# regfile_led_scanner_flat

Figure 1. Met2 routing (regfile_led_scanner_flat).
Bar = 20 um.
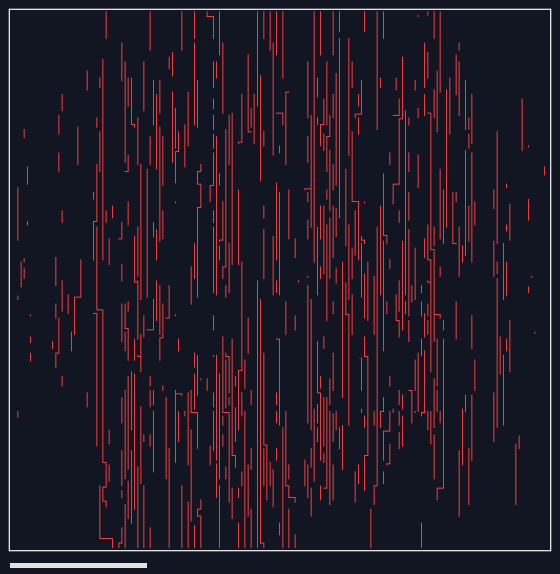

File: config.mk
export PLATFORM = sky130hd
export DESIGN_NAME = regfile_led_scanner_flat
export DESIGN_NICKNAME = d
export VERILOG_FILES = /design/src/rtl/regfile_led_scanner_if.sv /design/src/rtl/regfile_led_scanner.sv /design/src/flat_wrapper.sv
export SDC_FILE = /design/constraint.sdc
export NUM_CORES = 1
export LEC_CHECK = 0
export ABC_CLOCK_PERIOD_IN_PS = 1600
export CAP_MARGIN = 20
export CORE_UTILIZATION = 45
export CTS_CLUSTER_SIZE = 8
export DETAILED_ROUTE_END_ITERATION = 10
export MAX_ROUTING_LAYER = met4
export PLACE_DENSITY_LB_ADDON = 0.3
export SLEW_MARGIN = 15
export SYNTH_ARGS = -nofsm -noshare
export SYNTH_HDL_FRONTEND = slang
export SYNTH_SLANG_ARGS = --single-unit
File: constraint.sdc
create_clock -name clk -period 1.6 [get_ports clk]
set_input_delay 0.32 -clock clk [delete_from_list [all_inputs] [get_ports clk]]
set_output_delay 0.32 -clock clk [all_outputs]
set_load 0.01 [all_outputs]
File: src/rtl/regfile_led_scanner_if.sv
//------------------------------------------------------------------------------
// Module      : regfile_led_scanner_if
// Description : Bundles the register file read port, control inputs and LED outputs of the scanner.
// Revision    : 1.0 - initial release
//------------------------------------------------------------------------------
`default_nettype none

interface regfile_led_scanner_if #(
  parameter int AW = 5
);
  logic          start;
  logic          abort;
  logic          mode;
  logic          step;
  logic [AW-1:0] start_addr;
  logic [AW-1:0] end_addr;
  logic [AW-1:0] r_addr;
  logic [31:0]   r_data;
  logic [7:0]    led;
  logic [1:0]    byte_sel;
  logic          busy;
  logic          done;

  modport master (
    input  start, abort, mode, step, start_addr, end_addr, r_data,
    output r_addr, led, byte_sel, busy, done
  );

  modport slave (
    output start, abort, mode, step, start_addr, end_addr, r_data,
    input  r_addr, led, byte_sel, busy, done
  );
endinterface

`default_nettype wire

File: src/rtl/regfile_led_scanner.sv
//------------------------------------------------------------------------------
// Module      : regfile_led_scanner
// Description : Walks a register file address range and shows each word a byte at a time on the LEDs.
// Revision    : 1.0 - initial release
//------------------------------------------------------------------------------
`default_nettype none

module regfile_led_scanner #(
  parameter int DWELL = 4,
  parameter int AW    = 5
) (
  input  wire logic               clk,
  input  wire logic               rst_n,
  regfile_led_scanner_if.master   bus
);

  localparam logic [2:0] S_IDLE  = 3'd0;
  localparam logic [2:0] S_FETCH = 3'd1;
  localparam logic [2:0] S_SHOW  = 3'd2;
  localparam logic [2:0] S_NEXT  = 3'd3;
  localparam logic [2:0] S_DONE  = 3'd4;

  localparam int            CW        = (DWELL > 1) ? $clog2(DWELL) : 1;
  localparam logic [CW-1:0] C_CNT_LAST = CW'(DWELL - 1);

  logic [2:0]    state_q,    state_d;
  logic [AW-1:0] r_addr_q,   r_addr_d;
  logic [31:0]   latch_q,    latch_d;
  logic [7:0]    led_q,      led_d;
  logic [1:0]    byte_sel_q, byte_sel_d;
  logic [CW-1:0] cnt_q,      cnt_d;
  logic          step_q,     step_d;

  logic          w_adv;
  logic [1:0]    w_sel_inc;
  logic [7:0]    w_next_byte;
  logic          busy_o;
  logic          done_o;

  // Manual advance fires once per button press; auto advance on the last dwell cycle.
  assign w_adv       = bus.mode ? (bus.step & ~step_q) : (cnt_q == C_CNT_LAST);
  assign w_sel_inc   = byte_sel_q + 2'd1;
  assign w_next_byte = latch_q[{w_sel_inc, 3'b000} +: 8];

  always_ff @(posedge clk or negedge rst_n) begin
    if (!rst_n) begin
      state_q    <= S_IDLE;
      r_addr_q   <= '0;
      latch_q    <= '0;
      led_q      <= '0;
      byte_sel_q <= '0;
      cnt_q      <= '0;
      step_q     <= 1'b0;
    end else begin
      state_q    <= state_d;
      r_addr_q   <= r_addr_d;
      latch_q    <= latch_d;
      led_q      <= led_d;
      byte_sel_q <= byte_sel_d;
      cnt_q      <= cnt_d;
      step_q     <= step_d;
    end
  end

  always_comb begin
    state_d    = state_q;
    r_addr_d   = r_addr_q;
    latch_d    = latch_q;
    led_d      = led_q;
    byte_sel_d = byte_sel_q;
    cnt_d      = cnt_q;
    step_d     = bus.step;

    if (bus.abort) begin
      state_d    = S_IDLE;
      led_d      = '0;
      byte_sel_d = '0;
      cnt_d      = '0;
    end else begin
      case (state_q)
        S_IDLE, S_DONE: begin
          if (bus.start) begin
            r_addr_d = bus.start_addr;
            state_d  = S_FETCH;
          end
        end
        S_FETCH: begin
          latch_d    = bus.r_data;
          led_d      = bus.r_data[7:0];
          byte_sel_d = '0;
          cnt_d      = '0;
          state_d    = S_SHOW;
        end
        S_SHOW: begin
          // Holding the counter at zero in manual mode makes a switch to auto start a fresh dwell.
          if (bus.mode || (cnt_q == C_CNT_LAST)) begin
            cnt_d = '0;
          end else begin
            cnt_d = cnt_q + CW'(1);
          end
          if (w_adv) begin
            if (byte_sel_q == 2'd3) begin
              state_d = S_NEXT;
            end else begin
              byte_sel_d = w_sel_inc;
              led_d      = w_next_byte;
            end
          end
        end
        S_NEXT: begin
          if (r_addr_q == bus.end_addr) begin
            state_d = S_DONE;
          end else begin
            r_addr_d = r_addr_q + AW'(1);
            state_d  = S_FETCH;
          end
        end
        default: state_d = S_IDLE;
      endcase
    end
  end

  always_comb begin
    busy_o = 1'b0;
    done_o = 1'b0;
    case (state_q)
      S_FETCH, S_SHOW, S_NEXT: busy_o = 1'b1;
      S_DONE:                  done_o = 1'b1;
      default: begin
        busy_o = 1'b0;
        done_o = 1'b0;
      end
    endcase
  end

  assign bus.r_addr   = r_addr_q;
  assign bus.led      = led_q;
  assign bus.byte_sel = byte_sel_q;
  assign bus.busy     = busy_o;
  assign bus.done     = done_o;

endmodule

`default_nettype wire

File: src/flat_wrapper.sv
// flat-port wrapper written by rule: the top's interface ports become plain ports
module regfile_led_scanner_flat 
#(
  parameter int DWELL = 4,
  parameter int AW    = 5
)
  (clk, rst_n, bus_start, bus_abort, bus_mode, bus_step, bus_start_addr, bus_end_addr, bus_r_data, bus_r_addr, bus_led, bus_byte_sel, bus_busy, bus_done);
  regfile_led_scanner_if #(.AW(AW)) bus_i ();
  input  wire logic clk;
  input  wire logic rst_n;
  input wire logic [$bits(bus_i.start)-1:0] bus_start;
  input wire logic [$bits(bus_i.abort)-1:0] bus_abort;
  input wire logic [$bits(bus_i.mode)-1:0] bus_mode;
  input wire logic [$bits(bus_i.step)-1:0] bus_step;
  input wire logic [$bits(bus_i.start_addr)-1:0] bus_start_addr;
  input wire logic [$bits(bus_i.end_addr)-1:0] bus_end_addr;
  input wire logic [$bits(bus_i.r_data)-1:0] bus_r_data;
  output wire logic [$bits(bus_i.r_addr)-1:0] bus_r_addr;
  output wire logic [$bits(bus_i.led)-1:0] bus_led;
  output wire logic [$bits(bus_i.byte_sel)-1:0] bus_byte_sel;
  output wire logic [$bits(bus_i.busy)-1:0] bus_busy;
  output wire logic [$bits(bus_i.done)-1:0] bus_done;
  assign bus_i.start = bus_start;
  assign bus_i.abort = bus_abort;
  assign bus_i.mode = bus_mode;
  assign bus_i.step = bus_step;
  assign bus_i.start_addr = bus_start_addr;
  assign bus_i.end_addr = bus_end_addr;
  assign bus_i.r_data = bus_r_data;
  assign bus_r_addr = bus_i.r_addr;
  assign bus_led = bus_i.led;
  assign bus_byte_sel = bus_i.byte_sel;
  assign bus_busy = bus_i.busy;
  assign bus_done = bus_i.done;
  regfile_led_scanner #(.DWELL(DWELL), .AW(AW)) u_core (.clk(clk), .rst_n(rst_n), .bus(bus_i));
endmodule
# data_mem_hs

$ cat src/rtl/data_mem_pkg.sv
// Shared types and helpers for the handshaked data memory.
package data_mem_pkg;

    typedef enum logic {
        CLEAR = 1'b0,
        RUN   = 1'b1
    } state_t;

    localparam int unsigned LANE_W     = 8;
    // Widest word the merge helper handles; callers size-cast in and out.
    localparam int unsigned MAX_DATA_W = 512;
    localparam int unsigned MAX_LANES  = MAX_DATA_W / LANE_W;

    // Byte-lane merge: lanes with be set come from new_word, others from old_word.
    function automatic logic [MAX_DATA_W-1:0] lane_merge(
        input logic [MAX_DATA_W-1:0] old_word,
        input logic [MAX_DATA_W-1:0] new_word,
        input logic [MAX_LANES-1:0]  be
    );
        logic [MAX_DATA_W-1:0] merged;
        merged = old_word;
        for (int unsigned i = 0; i < MAX_LANES; i++) begin
            if (be[i]) begin
                merged[i*LANE_W +: LANE_W] = new_word[i*LANE_W +: LANE_W];
            end
        end
        return merged;
    endfunction

endpackage

$ cat src/rtl/data_mem_array.sv
// DEPTH x DATA_W storage with one per-lane-enabled write port and an
// asynchronous read port. Addresses at or above DEPTH read as zero and
// are never written.
module data_mem_array
    import data_mem_pkg::*;
#(
    parameter  int unsigned DATA_W = 8,
    parameter  int unsigned ADDR_W = 8,
    parameter  int unsigned DEPTH  = 2**ADDR_W,
    localparam int unsigned LANES  = DATA_W / LANE_W
) (
    input  logic              clk,
    input  logic [LANES-1:0]  we,
    input  logic [ADDR_W-1:0] waddr,
    input  logic [DATA_W-1:0] wdata,
    input  logic [ADDR_W-1:0] raddr,
    output logic [DATA_W-1:0] rdata
);

    localparam int unsigned       IDX_W   = (DEPTH > 1) ? $clog2(DEPTH) : 1;
    localparam logic [ADDR_W:0]   DEPTH_L = (ADDR_W+1)'(DEPTH);

    logic [DATA_W-1:0] mem [DEPTH];
    logic              wr_ok;
    logic              rd_ok;

    assign wr_ok = ({1'b0, waddr} < DEPTH_L);
    assign rd_ok = ({1'b0, raddr} < DEPTH_L);

    // Per-lane write of the addressed word.
    always_ff @(posedge clk) begin
        if (wr_ok) begin
            for (int unsigned i = 0; i < LANES; i++) begin
                if (we[i]) begin
                    mem[waddr[IDX_W-1:0]][i*LANE_W +: LANE_W] <= wdata[i*LANE_W +: LANE_W];
                end
            end
        end
    end

    assign rdata = rd_ok ? mem[raddr[IDX_W-1:0]] : '0;

endmodule

$ cat src/rtl/data_mem_hs.sv
// Handshaked data memory: zero-fill after reset, then one request per
// cycle over valid/ready with a single registered response slot.
module data_mem_hs
    import data_mem_pkg::*;
#(
    parameter  int unsigned DATA_W = 8,
    parameter  int unsigned ADDR_W = 8,
    parameter  int unsigned DEPTH  = 2**ADDR_W,
    localparam int unsigned LANES  = DATA_W / LANE_W
) (
    input  logic              clk,
    input  logic              rst_n,
    input  logic              req_valid,
    output logic              req_ready,
    input  logic              req_wren,
    input  logic [ADDR_W-1:0] req_addr,
    input  logic [DATA_W-1:0] req_wdata,
    input  logic [LANES-1:0]  req_be,
    output logic              rsp_valid,
    input  logic              rsp_ready,
    output logic [DATA_W-1:0] rsp_rdata,
    output logic              rsp_err,
    output logic              init_done
);

    localparam int unsigned     CNT_W    = (DEPTH > 1) ? $clog2(DEPTH) : 1;
    localparam logic [CNT_W-1:0] CNT_LAST = CNT_W'(DEPTH - 1);
    localparam logic [ADDR_W:0] DEPTH_L  = (ADDR_W+1)'(DEPTH);

    state_t            state_q, state_d;
    logic [CNT_W-1:0]  cnt_q, cnt_d;

    logic              accept;
    logic              in_range;
    logic [LANES-1:0]  eff_be;
    logic [DATA_W-1:0] old_word;
    logic [DATA_W-1:0] merged;

    logic [LANES-1:0]  arr_we;
    logic [ADDR_W-1:0] arr_waddr;
    logic [DATA_W-1:0] arr_wdata;

    assign in_range  = ({1'b0, req_addr} < DEPTH_L);
    assign req_ready = (state_q == RUN) && (!rsp_valid || rsp_ready);
    assign accept    = req_valid && req_ready;
    assign init_done = (state_q == RUN);

    // Reads use byte enables of zero so the merge returns the stored word.
    assign eff_be = req_wren ? req_be : '0;
    assign merged = DATA_W'(lane_merge(MAX_DATA_W'(old_word),
                                       MAX_DATA_W'(req_wdata),
                                       MAX_LANES'(eff_be)));

    data_mem_array #(
        .DATA_W (DATA_W),
        .ADDR_W (ADDR_W),
        .DEPTH  (DEPTH)
    ) u_array (
        .clk   (clk),
        .we    (arr_we),
        .waddr (arr_waddr),
        .wdata (arr_wdata),
        .raddr (req_addr),
        .rdata (old_word)
    );

    // State and clear-counter registers.
    always_ff @(posedge clk) begin
        if (!rst_n) begin
            state_q <= CLEAR;
            cnt_q   <= '0;
        end else begin
            state_q <= state_d;
            cnt_q   <= cnt_d;
        end
    end

    // Next state: walk the clear counter over every word, then run.
    always_comb begin
        state_d = state_q;
        cnt_d   = cnt_q;
        case (state_q)
            CLEAR: begin
                cnt_d = cnt_q + 1'b1;
                if (cnt_q == CNT_LAST) begin
                    state_d = RUN;
                    cnt_d   = '0;
                end
            end
            RUN: begin
                state_d = RUN;
            end
            default: begin
                state_d = CLEAR;
                cnt_d   = '0;
            end
        endcase
    end

    // Array write-port mux: zero-fill during CLEAR, in-range writes during RUN.
    always_comb begin
        arr_we    = '0;
        arr_waddr = req_addr;
        arr_wdata = req_wdata;
        if (rst_n) begin
            if (state_q == CLEAR) begin
                arr_we    = '1;
                arr_waddr = ADDR_W'(cnt_q);
                arr_wdata = '0;
            end else if (accept && req_wren && in_range) begin
                arr_we = req_be;
            end
        end
    end

    // Response register: loads on accept, clears when consumed, holds under stall.
    always_ff @(posedge clk) begin
        if (!rst_n) begin
            rsp_valid <= 1'b0;
            rsp_rdata <= '0;
            rsp_err   <= 1'b0;
        end else if (accept) begin
            rsp_valid <= 1'b1;
            rsp_rdata <= in_range ? merged : '0;
            rsp_err   <= !in_range;
        end else if (rsp_valid && rsp_ready) begin
            rsp_valid <= 1'b0;
        end
    end

endmodule

$ cat config.mk
export PLATFORM = sky130hd
export DESIGN_NAME = data_mem_hs
export DESIGN_NICKNAME = d
export VERILOG_FILES = /design/src/rtl/data_mem_pkg.sv /design/src/rtl/data_mem_array.sv /design/src/rtl/data_mem_hs.sv
export SDC_FILE = /design/constraint.sdc
export NUM_CORES = 2
export LEC_CHECK = 0
export ABC_AREA = 1
export CAP_MARGIN = 20
export CORE_ASPECT_RATIO = 1.5
export CORE_MARGIN = 4
export CORE_UTILIZATION = 50
export CTS_BUF_LIST = sky130_fd_sc_hd__clkbuf_8
export CTS_CLUSTER_SIZE = 30
export DETAILED_ROUTE_END_ITERATION = 8
export PLACE_DENSITY = 0.65
export REMOVE_ABC_BUFFERS = 1
export SYNTH_ARGS = -nofsm -noshare
export SYNTH_HDL_FRONTEND = slang
export SYNTH_SLANG_ARGS = --single-unit
$ cat constraint.sdc
create_clock -name clk -period 15.4 [get_ports clk]
set_input_delay 3.08 -clock clk [delete_from_list [all_inputs] [get_ports clk]]
set_output_delay 3.08 -clock clk [all_outputs]
set_load 0.03 [all_outputs]
# step_ramp_ctrl

==> src/rtl/tr_pkg.sv <==
// tr_pkg: state encoding and default parameters shared by the step/ramp controller.
package tr_pkg;
  localparam int DEF_SIZE = 16;
  localparam int DEF_START_PERIOD = 2000;
  localparam int DEF_ACCEL_STEP = 50;
  localparam int DEF_DIR_SETUP = 4;
  localparam int MIN_PERIOD = 4;
  typedef enum logic [2:0] {IDLE, SETUP, ACCEL, CRUISE, DECEL, FINISH} state_t;
endpackage

==> src/rtl/step_timer.sv <==
// step_timer: times one step period, high for max(1, period/4) cycles, strobes the last cycle.
module step_timer
  import tr_pkg::*;
#(
  parameter int SIZE = DEF_SIZE
) (
  input  logic            clk,
  input  logic            rst,
  input  logic            run,
  input  logic [SIZE-1:0] period,
  output logic            step,
  output logic            period_end
);
  localparam logic [SIZE-1:0] ONE = SIZE'(1);
  logic [SIZE-1:0] cnt, high;
  assign high = (period >> 2) == '0 ? ONE : period >> 2;
  assign period_end = run && cnt == period - ONE;
  assign step = run && cnt < high;
  always_ff @(posedge clk) begin
    if (rst || !run || period_end) cnt <= '0;
    else cnt <= cnt + ONE;
  end
endmodule

==> src/rtl/step_ramp_ctrl.sv <==
// step_ramp_ctrl: trapezoidal step/dir motion controller with controlled stop and emergency stop.
module step_ramp_ctrl
  import tr_pkg::*;
#(
  parameter int SIZE = DEF_SIZE,
  parameter int START_PERIOD = DEF_START_PERIOD,
  parameter int ACCEL_STEP = DEF_ACCEL_STEP,
  parameter int DIR_SETUP = DEF_DIR_SETUP
) (
  input  logic            clk,
  input  logic            rst,
  input  logic            cmd_valid,
  output logic            cmd_ready,
  input  logic            cmd_dir,
  input  logic [SIZE-1:0] cmd_steps,
  input  logic [SIZE-1:0] cmd_period,
  input  logic            stop,
  input  logic            estop,
  output logic            step,
  output logic            dir,
  output logic            busy,
  output logic            done,
  output logic            aborted,
  output logic [SIZE-1:0] steps_done
);
  localparam logic [SIZE-1:0] ONE = SIZE'(1);
  localparam logic [SIZE-1:0] SP = SIZE'(START_PERIOD);
  localparam logic [SIZE-1:0] AS = SIZE'(ACCEL_STEP);
  localparam logic [SIZE-1:0] MINP = SIZE'(MIN_PERIOD);
  localparam logic [SIZE-1:0] DS_LAST = SIZE'(DIR_SETUP - 1);
  state_t state, state_n;
  logic [SIZE-1:0] steps_r, steps_n, target, target_n, cur_period, cur_n;
  logic [SIZE-1:0] sd_n, ramp_steps, ramp_n, setup_cnt, setup_n;
  logic [SIZE-1:0] eff_steps, sd_inc, clamped, acc_p, dec_p;
  logic dir_n, aborted_n, accept, stop_ramp, run, t_step, period_end;
  assign run = state inside {ACCEL, CRUISE, DECEL};
  assign cmd_ready = state == IDLE;
  assign busy = state != IDLE;
  assign done = state == FINISH;
  assign step = t_step && !estop;
  step_timer #(.SIZE(SIZE)) u_timer (
    .clk(clk),
    .rst(rst),
    .run(run),
    .period(cur_period),
    .step(t_step),
    .period_end(period_end)
  );
  always_comb begin
    accept = cmd_valid && cmd_ready;
    clamped = cmd_period < MINP ? MINP : (cmd_period > SP ? SP : cmd_period);
    stop_ramp = stop && !estop && (state == ACCEL || state == CRUISE);
    // a stop lets the current step finish, then mirrors the ramp taken so far
    eff_steps = stop_ramp ? steps_done + ramp_steps + ONE : steps_r;
    sd_inc = steps_done + ONE;
    acc_p = (cur_period - target) > AS ? cur_period - AS : target;
    dec_p = (SP - cur_period) > AS ? cur_period + AS : SP;
    state_n = state;
    steps_n = eff_steps;
    target_n = target;
    cur_n = cur_period;
    sd_n = steps_done;
    ramp_n = ramp_steps;
    setup_n = setup_cnt;
    dir_n = dir;
    aborted_n = aborted;
    if (accept) begin
      dir_n = cmd_dir;
      steps_n = cmd_steps;
      target_n = clamped;
      cur_n = SP;
      sd_n = '0;
      ramp_n = '0;
      setup_n = '0;
      aborted_n = 1'b0;
      state_n = cmd_steps == '0 ? FINISH : SETUP;
    end else if (estop && state != IDLE && state != FINISH) begin
      state_n = FINISH;
      aborted_n = 1'b1;
    end else if (state == SETUP) begin
      if (stop) state_n = FINISH;
      else if (setup_cnt == DS_LAST) state_n = target == SP ? CRUISE : ACCEL;
      else setup_n = setup_cnt + ONE;
    end else if (state == FINISH) begin
      state_n = IDLE;
    end else if (run && period_end) begin
      sd_n = sd_inc;
      if (state == ACCEL) begin
        ramp_n = ramp_steps + ONE;
        cur_n = acc_p;
        if (acc_p == target) state_n = CRUISE;
      end
      if (sd_inc == eff_steps) state_n = FINISH;
      else if (state == DECEL || eff_steps - sd_inc <= ramp_n) begin
        state_n = DECEL;
        cur_n = dec_p;
      end
    end
  end
  always_ff @(posedge clk) begin
    if (rst) begin
      state <= IDLE;
      steps_r <= '0;
      target <= '0;
      cur_period <= '0;
      steps_done <= '0;
      ramp_steps <= '0;
      setup_cnt <= '0;
      dir <= 1'b0;
      aborted <= 1'b0;
    end else begin
      state <= state_n;
      steps_r <= steps_n;
      target <= target_n;
      cur_period <= cur_n;
      steps_done <= sd_n;
      ramp_steps <= ramp_n;
      setup_cnt <= setup_n;
      dir <= dir_n;
      aborted <= aborted_n;
    end
  end
endmodule

==> config.mk <==
export PLATFORM = sky130hd
export DESIGN_NAME = step_ramp_ctrl
export DESIGN_NICKNAME = d
export VERILOG_FILES = /design/src/rtl/tr_pkg.sv /design/src/rtl/step_timer.sv /design/src/rtl/step_ramp_ctrl.sv
export SDC_FILE = /design/constraint.sdc
export NUM_CORES = 1
export LEC_CHECK = 0
export ABC_CLOCK_PERIOD_IN_PS = 12100
export CORE_ASPECT_RATIO = 1.1
export CORE_MARGIN = 5
export CORE_UTILIZATION = 53
export DETAILED_ROUTE_END_ITERATION = 12
export PLACE_DENSITY_LB_ADDON = 0.15
export SYNTH_ARGS = -nofsm -noshare
export SYNTH_HDL_FRONTEND = slang
export SYNTH_SLANG_ARGS = --single-unit
==> constraint.sdc <==
create_clock -name clk -period 12.1 [get_ports clk]
set_input_delay 1.21 -clock clk [delete_from_list [all_inputs] [get_ports clk]]
set_output_delay 1.21 -clock clk [all_outputs]
set_load 0.05 [all_outputs]
# addsub_serial

### config.mk
export PLATFORM = sky130hd
export DESIGN_NAME = addsub_serial
export DESIGN_NICKNAME = d
export VERILOG_FILES = /design/src/rtl/addsub_serial.sv
export SDC_FILE = /design/constraint.sdc
export NUM_CORES = 1
export LEC_CHECK = 0
export CORE_ASPECT_RATIO = 0.6
export CORE_MARGIN = 4
export CORE_UTILIZATION = 54
export DETAILED_ROUTE_END_ITERATION = 8
export PLACE_DENSITY = 0.78
export SLEW_MARGIN = 20
export SYNTH_ARGS = -nofsm -noshare
export SYNTH_HDL_FRONTEND = slang
export SYNTH_SLANG_ARGS = --single-unit
### constraint.sdc
create_clock -name clk -period 3.46 [get_ports clk]
set_input_delay 0.519 -clock clk [delete_from_list [all_inputs] [get_ports clk]]
set_output_delay 0.519 -clock clk [all_outputs]
set_load 0.02 [all_outputs]
### src/rtl/addsub_serial.sv
// addsub_serial: digit-serial two's-complement adder/subtractor with overflow, carry, zero and optional saturation
module addsub_serial #(
  parameter int WIDTH    = 16,
  parameter int DIGIT    = 4,
  parameter bit SATURATE = 1'b0
) (
  input  logic             clk,
  input  logic             rst_n,
  input  logic             in_valid,
  output logic             in_ready,
  input  logic [WIDTH-1:0] a,
  input  logic [WIDTH-1:0] b,
  input  logic             sub,
  output logic             out_valid,
  input  logic             out_ready,
  output logic [WIDTH-1:0] s,
  output logic             v,
  output logic             c,
  output logic             z
);
  localparam int N  = WIDTH / DIGIT;
  localparam int CW = N > 1 ? $clog2(N) : 1;
  localparam logic [1:0] IDLE = 2'd0, RUN = 2'd1, DONE = 2'd2;
  logic [1:0]       state;
  logic [WIDTH-1:0] ra, rb, rs, res, sat_val;
  logic [CW-1:0]    cnt;
  logic [DIGIT:0]   sum;
  logic             carry, last, ovf, clamp;
  always_comb begin
    sum = {1'b0, ra[cnt*DIGIT +: DIGIT]} + {1'b0, rb[cnt*DIGIT +: DIGIT]} + {{DIGIT{1'b0}}, carry};
    res = rs;
    res[cnt*DIGIT +: DIGIT] = sum[DIGIT-1:0];
  end
  // rb already holds the inverted operand for subtract, so sign comparison uses it directly
  assign last      = cnt == CW'(N - 1);
  assign ovf       = (ra[WIDTH-1] ~^ rb[WIDTH-1]) & (sum[DIGIT-1] ^ ra[WIDTH-1]);
  assign clamp     = SATURATE && ovf;
  assign sat_val   = {ra[WIDTH-1], {(WIDTH-1){~ra[WIDTH-1]}}};
  assign in_ready  = rst_n && state == IDLE;
  assign out_valid = state == DONE;
  always_ff @(posedge clk or negedge rst_n) begin
    if (!rst_n) begin
      state <= IDLE;
      ra    <= '0;
      rb    <= '0;
      rs    <= '0;
      carry <= 1'b0;
      cnt   <= '0;
      s     <= '0;
      v     <= 1'b0;
      c     <= 1'b0;
      z     <= 1'b0;
    end else if (state == IDLE) begin
      if (in_valid) begin
        ra    <= a;
        rb    <= b ^ {WIDTH{sub}};
        carry <= sub;
        cnt   <= '0;
        state <= RUN;
      end
    end else if (state == RUN) begin
      rs    <= res;
      carry <= sum[DIGIT];
      cnt   <= cnt + 1'b1;
      if (last) begin
        state <= DONE;
        s     <= clamp ? sat_val : res;
        v     <= ovf;
        c     <= sum[DIGIT];
        z     <= !clamp && res == '0;
      end
    end else if (out_ready) begin
      state <= IDLE;
    end
  end
endmodule


==> notes/layouts.md <==
Pictures saved along the way, in no particular order.

M3 wires.
Plate I
Bar = 20 um.
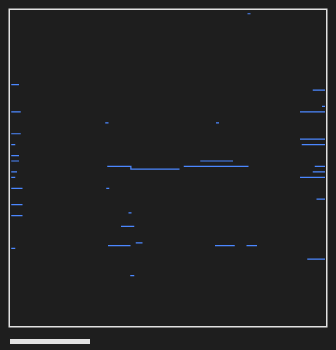
Plate II
Bar = 20 um.
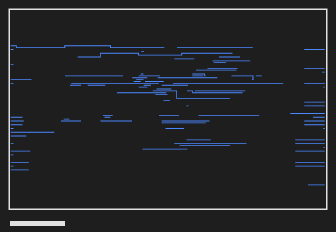
Plate III
Bar = 100 um.
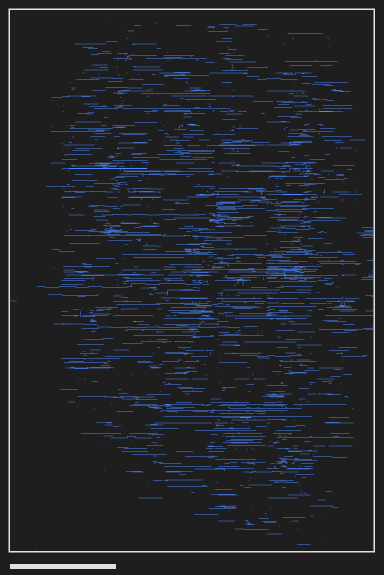
Plate IV
Bar = 50 um.
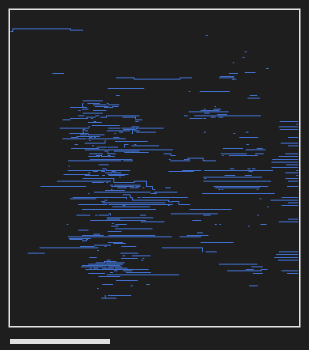
data_mem_hs -> Plate III
regfile_led_scanner_flat -> Plate I
addsub_serial -> Plate II
step_ramp_ctrl -> Plate IV
- largest die: Plate III
- smallest die: Plate I

Figure 2. Clock routing (step_ramp_ctrl).
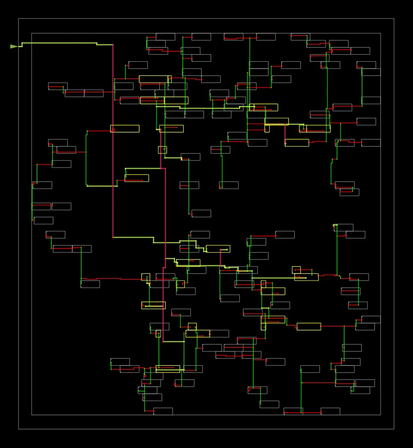
sinks on the clock net: 117
total CTS buffers: 17
clock latency on the worst-skew pair: 0.42 ns

==> run summary, step_ramp_ctrl <==
Figures from the implementation reports.

- The run finished with clean final reports.
- The total congestion overflow after global routing reads 0.
- The sequential cell count reads 117.
- The area fraction in and, or, nand and nor cells is 0.267.
- Yosys reports the multiplexer fraction of the synthesized area as 0.0197.
- Pins over their slew limit in the final report were tallied at 0.
- The total number of H-tree levels reads 4.
- The post-route utilization of the core is recorded as 0.600.
- The number of antenna violations at the first check in global routing is 0.
- The main logic family after synthesis reads simple AND/OR/NAND/NOR gates.
- The stage delay of the slowest cell on the critical path reads 0.79 ns.
- STA reports a reg2reg setup slack of 5.03 ns.
- In the hold report, the worst path ends at dir.
- Setup repair after global routing left no endpoint under its margin.
- The share of cells above drive strength 1 is 0.0518.
- The largest power group reads combinational cells.
- The power per standard cell area reads 171 nW/um^2.
- The buffering overhead reads 0.0587.
## step_ramp_ctrl: state kept, by name (all words and copies together) (netlist names)
signal       count
aborted          1
cur_period      16
dir              1
ramp_steps      16
setup_cnt       16
state            3
steps_done      16
steps_r         16
target          16
u_timer.cnt     16
## step_ramp_ctrl: routing by layer
metal  vias to the layer above  GRT usage  share of wire  wire, um
met2                       491      0.479           0.46     15200
met5                         -          0              0         0
met3                       129     0.0553          0.079      2590
li1                       5134          -              -         -
met1                      4950      0.349           0.41     13400
met4                         0      0.146          0.053      1740
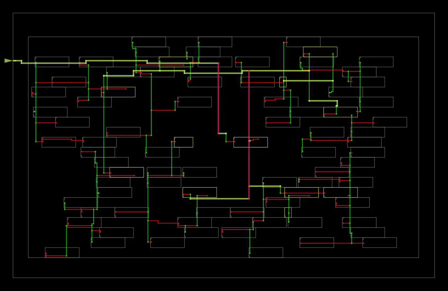
Figure 3: addsub_serial, clock routing.
power attributed to the clock group: 0.000803 W
sinks on the clock net: 72
clock latency on the worst-skew pair: 0.33 ns
final setup skew: 0.00421 ns

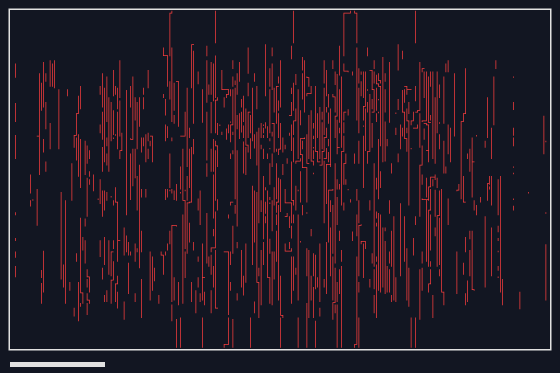
Figure 4: addsub_serial, met2 routing.
Bar = 20 um.
nets with wire on the layer	363
share of all routed wire	42%
main direction	vertical
longest straight run	26.4 um
wire length on this layer	3,600 um

==> run summary, addsub_serial <==
Figures from the implementation reports.

- Post-synth the commonest register cell is dfrtp_1.
- The combinational power reads 0.00279 W.
- The share of total power in sequential cells reads 0.299.
- The final route contains 2,804 vias.
- The number of I/O pins reads 58.
- The data arrival time of the worst path is 2.97 ns.
- The share of synthesized area in the top cell type comes to 0.493.
- The buffering overhead reads 0.136.
- The flow ran to the end, and the final reports show no timing, DRC or antenna violations.
- The maximum operating frequency reads 362 MHz.
- The cell sequence reported for the critical path is buf_4 -> mux4_2 -> ha_1 -> a21oi_1 -> a21boi_1 -> nor2_1 -> a32o_1.
- Per the GRT log, the top usage layer is met1.
- The post-placement cell count is 464.
- The number of OpenROAD warnings reads 31.
- The critical register-to-register path endpoint is rs[7].
- The setup slack on the worst flop-to-flop path is 0.70 ns.
- The category of cells accounting for the largest share of critical-path delay is AND-OR/OR-AND gates.
- Of all flip-flops after synthesis, the portion carrying an async set or reset was 1.00.
- The critical path maximum fanout is 12.
- The tally of nets with antenna violations remaining after routing is 0.
- The utilization after layout is 0.716.
- The signed area change from the synthesized netlist to the final layout is 23.9%.
- The number of fillers in the final layout is 484.
- The number of nets produced by synthesis reads 384.
- The net switching power of the design reads 0.00223 W.
-- addsub_serial: worst max path at each step --
| stage | from | endpoint | slack [ns] | cells past startpoint |
|---|---|---|---|---|
| finish | cnt[0] | rs[7] | 0.70 | 7 |
| global route | cnt[0] | rs[7] | 0.57 | 7 |
| CTS | cnt[0] | rs[7] | 0.76 | 7 |
| detailed placement | cnt[0] | rs[7] | 0.79 | 7 |
| global placement | cnt[0] | z | 0.77 | 9 |
| floorplan | cnt[0] | z | 0.72 | 9 |
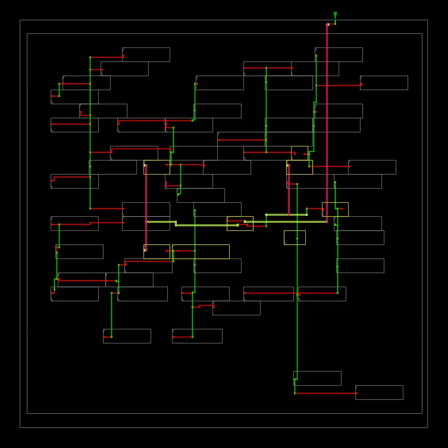
Figure 5: regfile_led_scanner_flat, clock routing.
total CTS buffers: 5
sinks on the clock net: 53
Clock buffer cells: 5
clock latency on the worst-skew pair: 0.31 ns
power attributed to the clock group: 0.000934 W

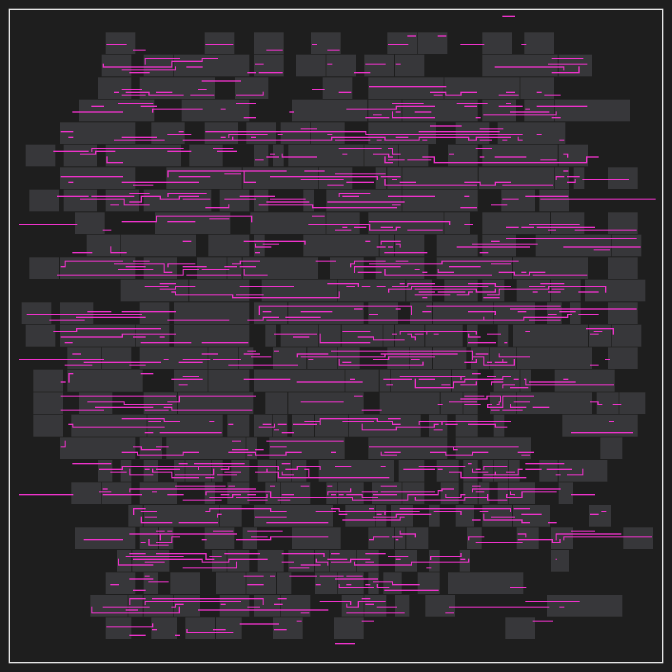
Figure 6: regfile_led_scanner_flat, metal 1.
longest straight run	31.1 um
nets with wire on the layer	328

## Picture notes: Figure 1
main direction	vertical
wire length on this layer	2,950 um
share of all routed wire	52%

==> run summary, regfile_led_scanner_flat <==
Figures from the implementation reports.

- The number of cells reported by Yosys stat comes to 215.
- The critical register-to-register path endpoint reads u_core.latch_q[10].
- The share of total power dissipated in combinational logic is 0.308.
- The worst setup margin is -0.0802 ns.
- The share of cells above drive strength 1 reads 0.321.
- The capturing element type of the critical path is a register.
- Per the detail_route log, met2 wirelength is 2950 um.
- The setup-violating endpoint count in the final report is 32.
- In the power breakdown, the internal column shows 0.00300 W.
- The initial standard-cell utilization of the core is 0.473.
- The number of non-filler instances in the completed layout reads 384.
- The run finished, with violations left.
- The vertical die dimension reads 78.8 um.
- The script extracted a net switching power of 0.00114 W.
- Counting flops and latches in the post-synthesis netlist gives 53.
- The final reports fail on negative setup slack.
- The worst register-to-register path has a setup slack of -0.08 ns.
- In the final layout, excluding clock inverters the inverter count is 4.
- The max-slew violation count is 0.
- The met3 track utilization from global routing is 0.0287.
- The path depth of the worst reg2reg path is 5.
- The design draws 0.00413 W.
- The beginning of the worst register-to-register path reads u_core.state_q[1].
- The number of fillers in the final layout is 430.
- The number of hold buffers added after cts reads 1.
- Ranked by flip-flop count, first place goes to u_core.latch_q.
- For this run, global-route usage on met2 was measured as 0.354.
## regfile_led_scanner_flat: power groups by stage
| stage | clock network (W) | logic [W] | registers (W) |
|---|---|---|---|
| after CTS | 0.000954 | 0.00127 | 0.00192 |
| after detailed placement | 0 | 0.00114 | 0.00197 |
| after global routing | 0.00102 | 0.00139 | 0.00197 |
| final | 0.000934 | 0.00127 | 0.00192 |
| after global placement | 0 | 0.00111 | 0.00195 |
| after floorplan | 0 | 0.000678 | 0.00193 |
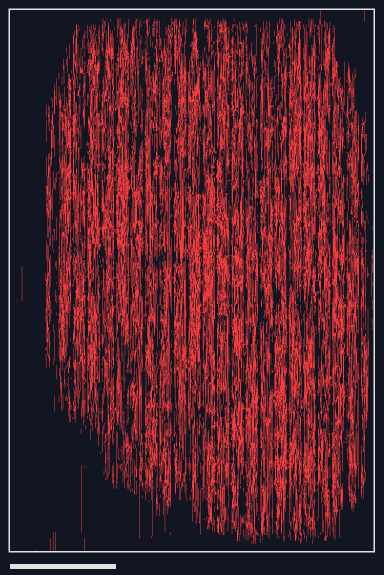
Figure 7: data_mem_hs, met2 routing.
Bar = 100 um.
longest straight run	125 um
share of all routed wire	49%
main direction	vertical

==> run summary, data_mem_hs <==
Figures from the implementation reports.

- The run finished with clean final reports.
- The post-synthesis cell count from yosys reads 7,130.
- The worst path needs 7.58 ns of the cycle, external delays included.
- The via density per instance is 5.89.
- In this run the most used layer during global routing was met2.
- Post-route period utilization is reported as 0.492.
- The reported leakage power is 31.8 nW.
- The congestion estimate from routability-driven global placement came to 0.919.
- The number of non-filler instances in the completed layout is 9,509.
- The floorplan report gives the top-level pin count as 34.
- Per STA, the worst path is made up of clkdlybuf4s50_1 -> inv_1 -> nand2_1 -> inv_1 -> nor2_4 -> clkdlybuf4s50_1.
- The worst setup path is captured at an output port.
- The clock distribution area overhead in the final layout is 0.0588.
- The total of cells resized after clock tree synthesis reads 0.
- The proportion of total power due to net switching is 0.238.
- The area of the synthesized netlist per yosys stat reads 83,900 sq um.
- The synthesis report lists the most area-consuming cells as edfxtp_1 73%, nand3_1 12%, nand2_1 9.4%, nor2_1 1.4%, buf_2 1.2%.
- The insertion delay to the later sink of the worst-skew pair is 1.01 ns.
- The synthesis stats list as the most numerous cell nand2_1.
-- data_mem_hs: kinds of logic (layout without fill, tap and decap cells) --
kind of cell / Yosys count / count (layout) / synth area share
flops: 2066 / 2066 / 0.737
xor+xnor: 2 / 2 / 0.000209
fa+ha+maj: 1 / 1 / 0.000149
simple gates: 4464 / 4464 / 0.231
buf+inv: 544 / 696 / 0.0279
compound gates: 52 / 52 / 0.00368
other cells: 1 / 8 / 0.0000447
-- data_mem_hs: flip-flops by register name, summed over array words and instances, names as in the netlist --
register	cells
cnt_q	8
init_done	1
rsp_rdata	8
rsp_valid	1
u_array.mem	2048


## Gallery

Metal 1.
(a)
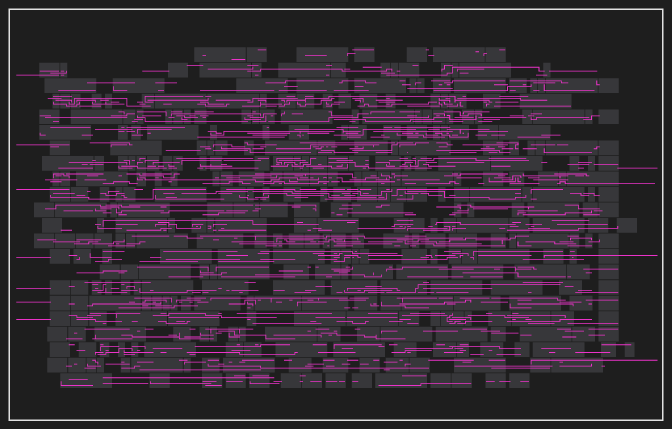
(b)
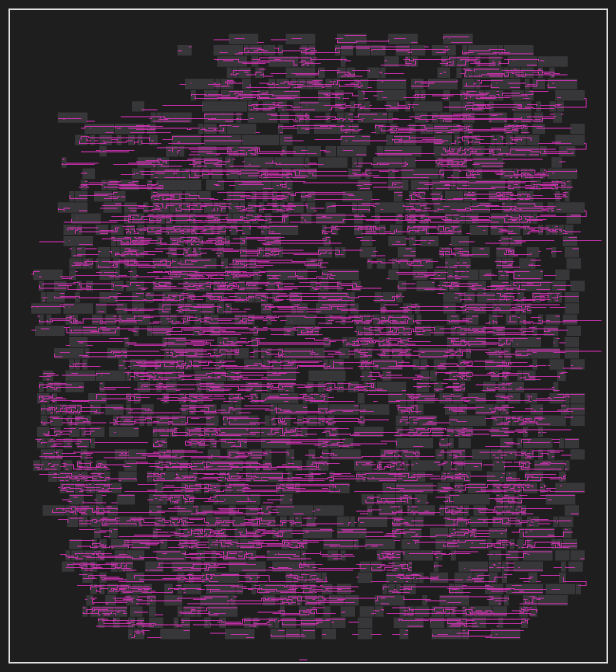
(c)
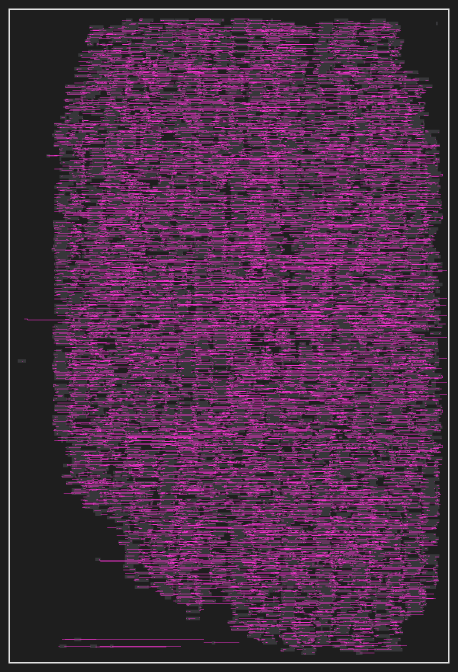
(c): data_mem_hs
(b): step_ramp_ctrl
(a): addsub_serial

No activity file was given, so power comes from the tool's default toggle rates.
